# design 1

[src/rtl/riga_receiver.sv]
// rtl/riga_receiver.sv - consumer side of the dav_/rfd handshake for "k:v" ASCII records
// Captures one record per transfer, validates it and stores the value at its index.
module riga_receiver #(
  parameter int N_ENT = 8,
  parameter int CNT_W = 4
) (
  input  logic             clock,
  input  logic             reset,
  input  logic             dav_,
  output logic             rfd,
  input  logic [23:0]      riga,
  input  logic [3:0]       rd_addr,
  output logic [3:0]       rd_data,
  output logic [N_ENT-1:0] valid,
  output logic             done,
  output logic [CNT_W-1:0] rec_cnt,
  output logic [CNT_W-1:0] err_cnt
);

  typedef enum logic [1:0] {
    S_IDLE  = 2'd0,
    S_CHECK = 2'd1,
    S_WAIT  = 2'd2
  } state_t;

  localparam logic [3:0]       N_ENT_L = 4'(N_ENT);
  localparam logic [CNT_W-1:0] CNT_ONE = {{(CNT_W-1){1'b0}}, 1'b1};
  localparam logic [CNT_W-1:0] CNT_MAX = {CNT_W{1'b1}};

  state_t             state_q, state_d;
  logic [23:0]        rbuf_q, rbuf_d;
  logic [3:0]         tbl_q [N_ENT];
  logic [3:0]         tbl_d [N_ENT];
  logic [N_ENT-1:0]   valid_q, valid_d;
  logic [CNT_W-1:0]   rec_q, rec_d;
  logic [CNT_W-1:0]   err_q, err_d;

  logic               well_formed;
  logic [3:0]         rec_k;
  logic [3:0]         rec_v;

  assign rec_k = rbuf_q[19:16];
  assign rec_v = rbuf_q[3:0];
  // Value char must be 0x30..0x3F, so 0x3A..0x3F carry values 10..15.
  assign well_formed = (rbuf_q[23:20] == 4'h3) && (rec_k < N_ENT_L) &&
                       (rbuf_q[15:8] == 8'h3A) && (rbuf_q[7:4] == 4'h3);

  always_ff @(posedge clock or posedge reset) begin
    if (reset) begin
      state_q <= S_IDLE;
      rbuf_q  <= '0;
      valid_q <= '0;
      rec_q   <= '0;
      err_q   <= '0;
      for (int i = 0; i < N_ENT; i++) tbl_q[i] <= '0;
    end else begin
      state_q <= state_d;
      rbuf_q  <= rbuf_d;
      valid_q <= valid_d;
      rec_q   <= rec_d;
      err_q   <= err_d;
      for (int i = 0; i < N_ENT; i++) tbl_q[i] <= tbl_d[i];
    end
  end

  always_comb begin
    state_d = state_q;
    rbuf_d  = rbuf_q;
    valid_d = valid_q;
    rec_d   = rec_q;
    err_d   = err_q;
    for (int i = 0; i < N_ENT; i++) tbl_d[i] = tbl_q[i];
    case (state_q)
      S_IDLE: begin
        if (!dav_) begin
          rbuf_d  = riga;
          state_d = S_CHECK;
        end
      end
      S_CHECK: begin
        if (well_formed) begin
          for (int i = 0; i < N_ENT; i++) begin
            if (rec_k == 4'(i)) begin
              tbl_d[i]   = rec_v;
              valid_d[i] = 1'b1;
            end
          end
          if (rec_q != CNT_MAX) rec_d = rec_q + CNT_ONE;
        end else if (err_q != CNT_MAX) begin
          err_d = err_q + CNT_ONE;
        end
        state_d = S_WAIT;
      end
      S_WAIT: begin
        if (dav_) state_d = S_IDLE;
      end
      default: state_d = S_IDLE;
    endcase
  end

  // rfd decodes straight from the state so reset raises it without a clock edge.
  assign rfd     = (state_q == S_IDLE);
  assign valid   = valid_q;
  assign done    = &valid_q;
  assign rec_cnt = rec_q;
  assign err_cnt = err_q;

  always_comb begin
    rd_data = '0;
    for (int i = 0; i < N_ENT; i++) begin
      if (rd_addr == 4'(i)) rd_data = tbl_q[i];
    end
  end

endmodule

[config.mk]
export PLATFORM = sky130hd
export DESIGN_NAME = riga_receiver
export DESIGN_NICKNAME = d
export VERILOG_FILES = /design/src/rtl/riga_receiver.sv
export SDC_FILE = /design/constraint.sdc
export NUM_CORES = 1
export LEC_CHECK = 0
export CAP_MARGIN = 20
export CORE_ASPECT_RATIO = 1.1
export CORE_MARGIN = 4
export CORE_UTILIZATION = 40
export DETAILED_ROUTE_END_ITERATION = 12
export GPL_TIMING_DRIVEN = 1
export SYNTH_ARGS = -nofsm -noshare
export SYNTH_HDL_FRONTEND = slang
export SYNTH_SLANG_ARGS = --single-unit
[constraint.sdc]
create_clock -name clock -period 6.4 [get_ports clock]
set_input_delay 0.96 -clock clock [delete_from_list [all_inputs] [get_ports clock]]
set_output_delay 0.96 -clock clock [all_outputs]
set_load 0.005 [all_outputs]
# design 2

--- src/rtl/page_frame_tx_pkg.sv ---
// Shared constants for the page frame transmitter and the command parser:
// frame header bytes, trailer default, widths and FSM encodings.
package page_frame_tx_pkg;

   localparam int ADDR_W = 15;
   localparam int LEN_W  = 16;

   // Command parser bytes; the frame header reuses the sync and page command
   localparam logic [7:0] CMD_SYNC    = 8'hAA;
   localparam logic [7:0] CMD_PAGE_TX = 8'h02;
   localparam logic [7:0] CMD_STATUS  = 8'h03;

   localparam logic [7:0] HDR_SOF     = CMD_SYNC;
   localparam logic [7:0] HDR_CMD     = CMD_PAGE_TX;
   localparam logic [7:0] HDR_SUB     = 8'h16;
   localparam logic [7:0] HDR_MARK    = 8'hFF;
   localparam logic [7:0] TRAILER_DEF = 8'h55;

   localparam logic [LEN_W-1:0] PAGE_LEN_MAX = 16'd32768;

   typedef enum logic [3:0] {
      IDLE     = 4'd0,
      HDR      = 4'd1,
      RD_REQ   = 4'd2,
      RD_WAIT  = 4'd3,
      SEND     = 4'd4,
      WAIT_ACK = 4'd5,
      CHK      = 4'd6,
      TAIL     = 4'd7,
      FIN      = 4'd8
   } ptx_state_e;

   // What the byte currently awaiting tx_done was
   typedef enum logic [1:0] {
      K_HDR  = 2'd0,
      K_PAY  = 2'd1,
      K_CHK  = 2'd2,
      K_TAIL = 2'd3
   } ptx_kind_e;

   function automatic logic [7:0] hdr_byte(input logic [1:0] idx);
      case (idx)
         2'd0:    hdr_byte = HDR_SOF;
         2'd1:    hdr_byte = HDR_CMD;
         2'd2:    hdr_byte = HDR_SUB;
         2'd3:    hdr_byte = HDR_MARK;
         default: hdr_byte = HDR_SOF;
      endcase
   endfunction

   function automatic logic [7:0] chk_fold(input logic [7:0] acc, input logic [7:0] b);
      chk_fold = acc ^ b;
   endfunction

endpackage

--- src/rtl/page_frame_tx_if.sv ---
// Bus bundle of the page frame transmitter: frame request, RAM read port,
// UART byte handshake and frame status.
interface page_frame_tx_if;
   import page_frame_tx_pkg::*;

   logic              start;
   logic [ADDR_W-1:0] ram_base;
   logic [LEN_W-1:0]  page_len;
   logic              abort;
   logic [7:0]        ram_data;
   logic              ram_en;
   logic [ADDR_W-1:0] ram_addr;
   logic [7:0]        tx_data;
   logic              tx_valid;
   logic              tx_done;
   logic              busy;
   logic              done;
   logic              err;

   modport master (
      input  start, ram_base, page_len, abort, ram_data, tx_done,
      output ram_en, ram_addr, tx_data, tx_valid, busy, done, err
   );

   modport slave (
      output start, ram_base, page_len, abort, ram_data, tx_done,
      input  ram_en, ram_addr, tx_data, tx_valid, busy, done, err
   );

endinterface

--- src/rtl/page_frame_tx_frame_byte_timer.sv ---
// Per-byte acknowledge timer: counts cycles while run is high and flags the
// last allowed cycle of the wait.
module frame_byte_timer
   import page_frame_tx_pkg::*;
#(
   parameter int unsigned TIMEOUT = 65535
) (
   input  logic clk_96M,
   input  logic rst,
   input  logic run,
   output logic expired
);

   localparam int W = (TIMEOUT > 2) ? $clog2(TIMEOUT) : 1;
   localparam logic [W-1:0] LAST = W'(TIMEOUT - 1);

   logic [W-1:0] cnt_r;

   // Counter restarts every time the wait is left
   always_ff @(posedge clk_96M or posedge rst) begin
      if (rst) begin
         cnt_r <= {W{1'b0}};
      end else if (!run) begin
         cnt_r <= {W{1'b0}};
      end else begin
         cnt_r <= cnt_r + W'(1);
      end
   end

   assign expired = run && (cnt_r == LAST);

endmodule

--- src/rtl/page_frame_tx.sv ---
// Page frame transmitter: streams header, a RAM payload, XOR checksum and
// trailer to a UART one byte at a time, waiting for tx_done after each.
module page_frame_tx
   import page_frame_tx_pkg::*;
#(
   parameter int unsigned TIMEOUT = 65535,
   parameter logic [7:0]  TRAILER = TRAILER_DEF
) (
   input logic            clk_96M,
   input logic            rst,
   page_frame_tx_if.master bus
);

   ptx_state_e        state_r, next_state_s;
   ptx_kind_e         kind_r;
   logic [1:0]        hdr_idx_r;
   logic [ADDR_W-1:0] addr_r, ram_addr_r;
   logic [LEN_W-1:0]  remain_r, len_clamp_s;
   logic [7:0]        chk_r, byte_r, tx_data_r;
   logic              ram_en_r, tx_valid_r, busy_r, done_r, err_r;
   logic              in_wait_s, expired_s;

   assign in_wait_s   = (state_r == WAIT_ACK);
   assign len_clamp_s = (bus.page_len > PAGE_LEN_MAX) ? PAGE_LEN_MAX : bus.page_len;

   frame_byte_timer #(.TIMEOUT(TIMEOUT)) u_timer (
      .clk_96M (clk_96M),
      .rst     (rst),
      .run     (in_wait_s),
      .expired (expired_s)
   );

   // State register
   always_ff @(posedge clk_96M or posedge rst) begin
      if (rst) begin
         state_r <= IDLE;
      end else begin
         state_r <= next_state_s;
      end
   end

   // Next-state logic; abort overrides everything, including a same-cycle tx_done
   always_comb begin
      next_state_s = state_r;
      if (bus.abort) begin
         next_state_s = IDLE;
      end else begin
         case (state_r)
            IDLE:    if (bus.start) next_state_s = HDR; else next_state_s = IDLE;
            HDR, SEND, CHK, TAIL: next_state_s = WAIT_ACK;
            RD_REQ:  next_state_s = RD_WAIT;
            RD_WAIT: next_state_s = SEND;
            WAIT_ACK: begin
               if (bus.tx_done) begin
                  case (kind_r)
                     K_HDR:   if (hdr_idx_r != 2'd0)      next_state_s = HDR;
                              else if (remain_r != 16'd0) next_state_s = RD_REQ;
                              else                        next_state_s = CHK;
                     K_PAY:   if (remain_r != 16'd0) next_state_s = RD_REQ;
                              else                   next_state_s = CHK;
                     K_CHK:   next_state_s = TAIL;
                     K_TAIL:  next_state_s = FIN;
                     default: next_state_s = IDLE;
                  endcase
               end else if (expired_s) begin
                  next_state_s = IDLE;
               end else begin
                  next_state_s = WAIT_ACK;
               end
            end
            FIN:     next_state_s = IDLE;
            default: next_state_s = IDLE;
         endcase
      end
   end

   // Frame datapath and registered outputs; strobes follow the upcoming state
   always_ff @(posedge clk_96M or posedge rst) begin
      if (rst) begin
         kind_r     <= K_HDR;
         hdr_idx_r  <= 2'd0;
         addr_r     <= 15'd0;
         remain_r   <= 16'd0;
         chk_r      <= 8'd0;
         byte_r     <= 8'd0;
         tx_data_r  <= 8'd0;
         ram_addr_r <= 15'd0;
         ram_en_r   <= 1'b0;
         tx_valid_r <= 1'b0;
         busy_r     <= 1'b0;
         done_r     <= 1'b0;
         err_r      <= 1'b0;
      end else begin
         ram_en_r   <= (next_state_s == RD_REQ);
         tx_valid_r <= (next_state_s == WAIT_ACK) && !in_wait_s;
         busy_r     <= (next_state_s != IDLE);
         done_r     <= (next_state_s == FIN);
         err_r      <= expired_s && !bus.tx_done && !bus.abort;
         if (next_state_s == RD_REQ) ram_addr_r <= addr_r;
         case (state_r)
            IDLE: begin
               if (bus.start) begin
                  addr_r    <= bus.ram_base;
                  remain_r  <= len_clamp_s;
                  hdr_idx_r <= 2'd0;
                  chk_r     <= 8'd0;
               end
            end
            HDR: begin
               tx_data_r <= hdr_byte(hdr_idx_r);
               kind_r    <= K_HDR;
               hdr_idx_r <= hdr_idx_r + 2'd1;
               // Only the last two header bytes are covered by the checksum
               if (hdr_idx_r[1]) chk_r <= chk_fold(chk_r, hdr_byte(hdr_idx_r));
            end
            RD_WAIT: byte_r <= bus.ram_data;
            SEND: begin
               tx_data_r <= byte_r;
               kind_r    <= K_PAY;
               chk_r     <= chk_fold(chk_r, byte_r);
               addr_r    <= addr_r + 15'd1;
               remain_r  <= remain_r - 16'd1;
            end
            CHK: begin
               tx_data_r <= chk_r;
               kind_r    <= K_CHK;
            end
            TAIL: begin
               tx_data_r <= TRAILER;
               kind_r    <= K_TAIL;
            end
            default: ;
         endcase
      end
   end

   assign bus.ram_en   = ram_en_r;
   assign bus.ram_addr = ram_addr_r;
   assign bus.tx_data  = tx_data_r;
   assign bus.tx_valid = tx_valid_r;
   assign bus.busy     = busy_r;
   assign bus.done     = done_r;
   assign bus.err      = err_r;

endmodule
--- src/flat_wrapper.sv ---
// flat-port wrapper written by rule: the top's interface ports become plain ports
module page_frame_tx_flat import page_frame_tx_pkg::*;
#(
   parameter int unsigned TIMEOUT = 65535,
   parameter logic [7:0]  TRAILER = TRAILER_DEF
)
  (clk_96M, rst, bus_start, bus_ram_base, bus_page_len, bus_abort, bus_ram_data, bus_tx_done, bus_ram_en, bus_ram_addr, bus_tx_data, bus_tx_valid, bus_busy, bus_done, bus_err);
  page_frame_tx_if bus_i ();
  input logic clk_96M;
  input logic rst;
  input wire logic [$bits(bus_i.start)-1:0] bus_start;
  input wire logic [$bits(bus_i.ram_base)-1:0] bus_ram_base;
  input wire logic [$bits(bus_i.page_len)-1:0] bus_page_len;
  input wire logic [$bits(bus_i.abort)-1:0] bus_abort;
  input wire logic [$bits(bus_i.ram_data)-1:0] bus_ram_data;
  input wire logic [$bits(bus_i.tx_done)-1:0] bus_tx_done;
  output wire logic [$bits(bus_i.ram_en)-1:0] bus_ram_en;
  output wire logic [$bits(bus_i.ram_addr)-1:0] bus_ram_addr;
  output wire logic [$bits(bus_i.tx_data)-1:0] bus_tx_data;
  output wire logic [$bits(bus_i.tx_valid)-1:0] bus_tx_valid;
  output wire logic [$bits(bus_i.busy)-1:0] bus_busy;
  output wire logic [$bits(bus_i.done)-1:0] bus_done;
  output wire logic [$bits(bus_i.err)-1:0] bus_err;
  assign bus_i.start = bus_start;
  assign bus_i.ram_base = bus_ram_base;
  assign bus_i.page_len = bus_page_len;
  assign bus_i.abort = bus_abort;
  assign bus_i.ram_data = bus_ram_data;
  assign bus_i.tx_done = bus_tx_done;
  assign bus_ram_en = bus_i.ram_en;
  assign bus_ram_addr = bus_i.ram_addr;
  assign bus_tx_data = bus_i.tx_data;
  assign bus_tx_valid = bus_i.tx_valid;
  assign bus_busy = bus_i.busy;
  assign bus_done = bus_i.done;
  assign bus_err = bus_i.err;
  page_frame_tx #(.TIMEOUT(TIMEOUT), .TRAILER(TRAILER)) u_core (.clk_96M(clk_96M), .rst(rst), .bus(bus_i));
endmodule
--- config.mk ---
export PLATFORM = sky130hd
export DESIGN_NAME = page_frame_tx_flat
export DESIGN_NICKNAME = d
export VERILOG_FILES = /design/src/rtl/page_frame_tx_pkg.sv /design/src/rtl/page_frame_tx_if.sv /design/src/rtl/page_frame_tx_frame_byte_timer.sv /design/src/rtl/page_frame_tx.sv /design/src/flat_wrapper.sv
export SDC_FILE = /design/constraint.sdc
export NUM_CORES = 1
export LEC_CHECK = 0
export ABC_AREA = 1
export CORE_MARGIN = 4
export CORE_UTILIZATION = 35
export DETAILED_ROUTE_END_ITERATION = 10
export PLACE_DENSITY = 0.65
export SLEW_MARGIN = 20
export SYNTH_ARGS = -nofsm -noshare
export SYNTH_HDL_FRONTEND = slang
export SYNTH_SLANG_ARGS = --single-unit
export TNS_END_PERCENT = 20
--- constraint.sdc ---
create_clock -name clk_96M -period 4.3 [get_ports clk_96M]
set_clock_uncertainty 0.1 [all_clocks]
set_input_delay 0.86 -clock clk_96M [delete_from_list [all_inputs] [get_ports clk_96M]]
set_output_delay 0.86 -clock clk_96M [all_outputs]
set_load 0.005 [all_outputs]

==> gallery <==
M4 wires.
image #1
Scale: 3 px per um.
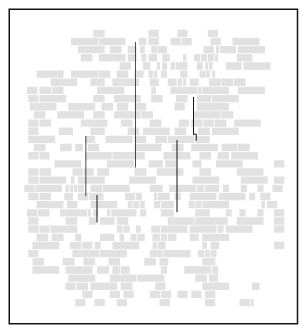
image #2
Scale: 2 px per um.
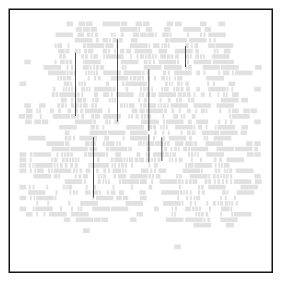
- largest die: image #2
| picture | from |
|---|---|
| image #1 | design 1 |
| image #2 | design 2 |

Key to image #2:
wire length on this layer	168 um
nets with wire on the layer	4

### M1 wires, design 2

Scale: 3 px per um.
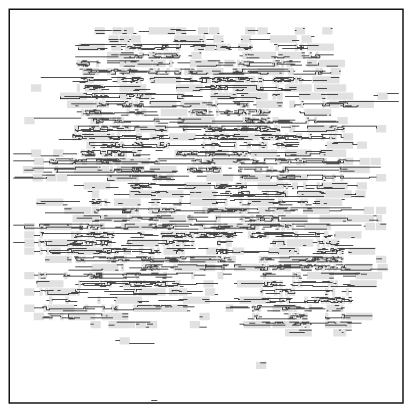
nets with wire on the layer	696
main direction	horizontal
wire length on this layer	6,300 um
share of all routed wire	48%

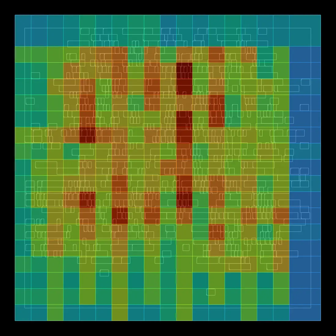
*Track usage over the die, design 2*
most congested layer reported by global routing: met2
GR Util met2: 24.77%
met1 usage in global routing: 22.97%

==> results.rst, design 2 <==
Implementation results
======================

.. list-table::
   :header-rows: 1

   * - Metric
     - Value
   * - Outcome
     - complete, no violations
   * - Setup repair bufs after CTS
     - 0
   * - I/O pin total
     - 72
   * - Top cell area share
     - 47.01%
   * - Worst Reg2Reg Path Length in Cells
     - 9
   * - Clock edge transition at the registers on the reported setup and hold paths
     - 0.07 ns
   * - Longest individual stage delay on the worst path
     - 0.83 ns
   * - Fraction of standard cell area that is sequential
     - 38.31%
   * - Flops after synth
     - 99
   * - Via count of the first global-routing pass
     - 4,480
   * - Latest clock arrival within the worst-skew pair
     - 0.35 ns
   * - Area of the placeable core
     - 14,640 um^2
   * - Iter 0 DRT Violations
     - 353
   * - Worst setup slack before clock tree synthesis
     - 0.6287 ns
   * - Number of antenna-violating nets in the routed design
     - 0
   * - Count of warning messages emitted by the tools
     - 32
   * - Number of distinct standard cells referenced by the synthesized netlist
     - 46
   * - Number of diodes
     - 0
   * - Reg area
     - 2477 um^2
   * - Tally of max-capacitance violations
     - 0
   * - Number of instances in the synthesized netlist
     - 662
   * - Count of clock tree sinks
     - 99
   * - Row cnt
     - 44
   * - Startpoint of the most critical setup path
     - bus_start
   * - Adder Share, Synth
     - 2.612%
   * - Worst Hold Margin
     - 0.3706 ns
## design 2: where the power goes
| group | switching [mW] | internal [mW] | leakage, nW | total [mW] |
|---|---|---|---|---|
| Clock | 0.363 | 0.511 | 0.149 | 0.874 |
| Combinational | 0.920 | 0.657 | 1.48 | 1.58 |
| Sequential | 0.276 | 1.25 | 1.26 | 1.53 |
| Total | 1.56 | 2.42 | 2.88 | 3.98 |
## design 2: per-layer routing
metal  vias up  share of wire (%)  track usage, %
met5         -                  0               0
met4         0                1.3           4.295
met3        17                5.1           4.512
met2        96                 46           24.77
met1      2204                 48           22.97
li1       2345                  -               -
## design 2: worst reg2reg max path: stages, from the launching register on
cell                      delay (ns)
sky130_fd_sc_hd__dfrtp_1        0.46
sky130_fd_sc_hd__nor2_1         0.11
sky130_fd_sc_hd__nand3_2        0.33
sky130_fd_sc_hd__inv_1          0.30
sky130_fd_sc_hd__nor2_1         0.83
sky130_fd_sc_hd__inv_2          0.38
sky130_fd_sc_hd__nand2_1        0.18
sky130_fd_sc_hd__nand2_1        0.06
sky130_fd_sc_hd__nand2_1        0.06
sky130_fd_sc_hd__inv_1          0.03
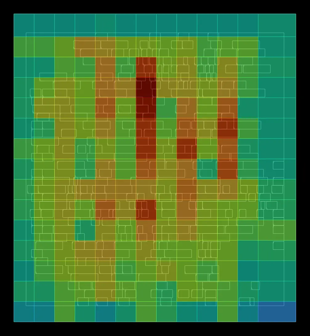
*Track usage over the die, design 1*
most congested layer reported by global routing: met2
met1 usage in global routing: 20.94%
average routed wire per standard cell: 16.05 um

==> results.rst, design 1 <==
Implementation results
======================

.. list-table::
   :header-rows: 1

   * - Metric
     - Value
   * - Outcome
     - complete, no violations
   * - Commonest cells post-synth
     - sky130_fd_sc_hd__dfrtp_1 (74), sky130_fd_sc_hd__mux2_2 (59), sky130_fd_sc_hd__nor2_1 (9)
   * - Hold/Removal Path Class
     - flop to flop
   * - Number of distinct standard cells referenced by the synthesized netlist
     - 44
   * - Combined area of all synthesized cells
     - 3374 um^2
   * - Cells along the critical path
     - clkdlybuf4s50_1 > nor2b_1 > a22o_1 > nor3_1 > o31ai_1 > clkdlybuf4s50_1
   * - Capturing element type of the critical path
     - primary output
   * - Final hold violations
     - 0
   * - FF-to-FF Start
     - rbuf_q[15]$_DFFE_PP0P_
   * - Category of the critical setup timing path
     - input port to primary output
   * - Met3 track demand over resource
     - 3.618%
   * - Startpoint of the most critical setup path
     - rd_addr[1]
   * - Setup repair bufs after CTS
     - 0
   * - Setup violation total in the final timing report
     - 0
   * - Worst setup slack before clock tree synthesis
     - 2.138 ns
   * - Initial antenna violation count
     - 0
   * - AND-OR/OR-AND share of the synthesized area
     - 5.043%
   * - Count of warning messages emitted by the tools
     - 26
   * - Most Frequent Cell on Critical Path
     - sky130_fd_sc_hd__clkdlybuf4s50_1
   * - # placed instances
     - 407
   * - Clock period minus worst slack
     - 4.282 ns
   * - Mean number of vias per cell
     - 5.258
   * - Fraction of power spent switching nets
     - 27.80%
   * - Worst-case register-to-register setup slack
     - 3.82 ns
design 1: flip-flops by register name, indices dropped and copies added (netlist names):
register  flops
rbuf_q       24
valid         8
state_q       2
tbl_q        32
rec_cnt       4
err_cnt       4
design 1: cell type report:
cell class	instances	area, um^2	share of cell area (%)
inverter	4	15.01	0.3534
timing repair buffer	54	535.5	12.60
clock inverter	6	113.9	2.680
tap	108	135.1	3.180
clock buffer	10	137.6	3.239
multi-input combinational	167	1460	34.36
sequential	74	1852	43.58
design 1: power by group through the flow:
stage | clock (mW) | sequential (mW) | combinational, mW
floorplan | 0 | 0.640 | 0.199
global placement | 0 | 0.677 | 0.278
detailed placement | 0 | 0.678 | 0.284
CTS | 0.451 | 0.670 | 0.284
global route | 0.474 | 0.686 | 0.307
finish | 0.444 | 0.668 | 0.279
design 1: cell families after synthesis:
logic type                 after synthesis
xor gates and xnor gates                 5
and+or+nand+nor                         71
muxes                                   66
DFF                                     74
AOI/OAI and AO/OA                       23
adders and majority gates                2
buffers and inverters                   14
design 1: metal layers:
metal / vias up / routed length, um
li1: 1059 / -
met1: 1105 / 3281
met2: 47 / 3077
met3: 13 / 320
met4: 0 / 109
met5: - / 0


==> screenshots <==
The metal 3 layer.
picture 1
Scale: 2 px per um.
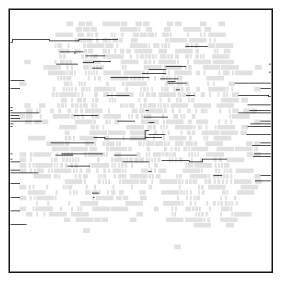
picture 2
Scale: 3 px per um.
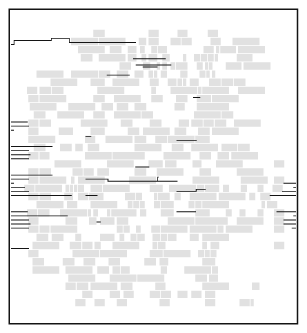
| from | picture |
|---|---|
| design 2 | picture 1 |
| design 1 | picture 2 |
The one with the largest die is picture 1.


## Gallery

Signal wires on met2.
Scale: 4 px per um.
(a)
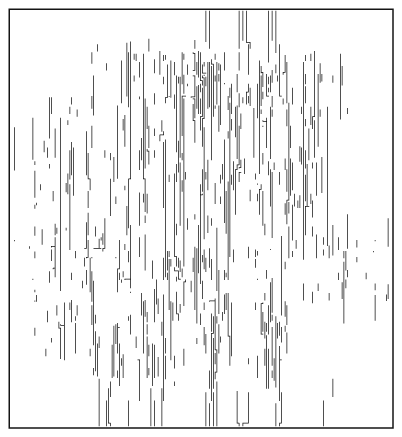
(b)
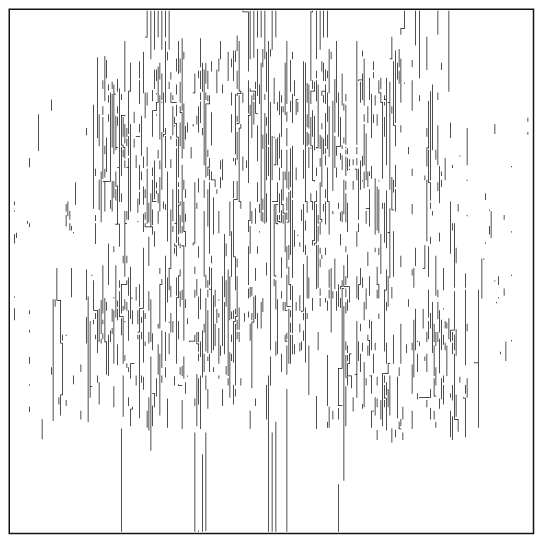
For design 2, see (b).
For design 1, see (a).
The one with the largest die is (b).

No activity file was given, so power comes from the tool's default toggle rates.
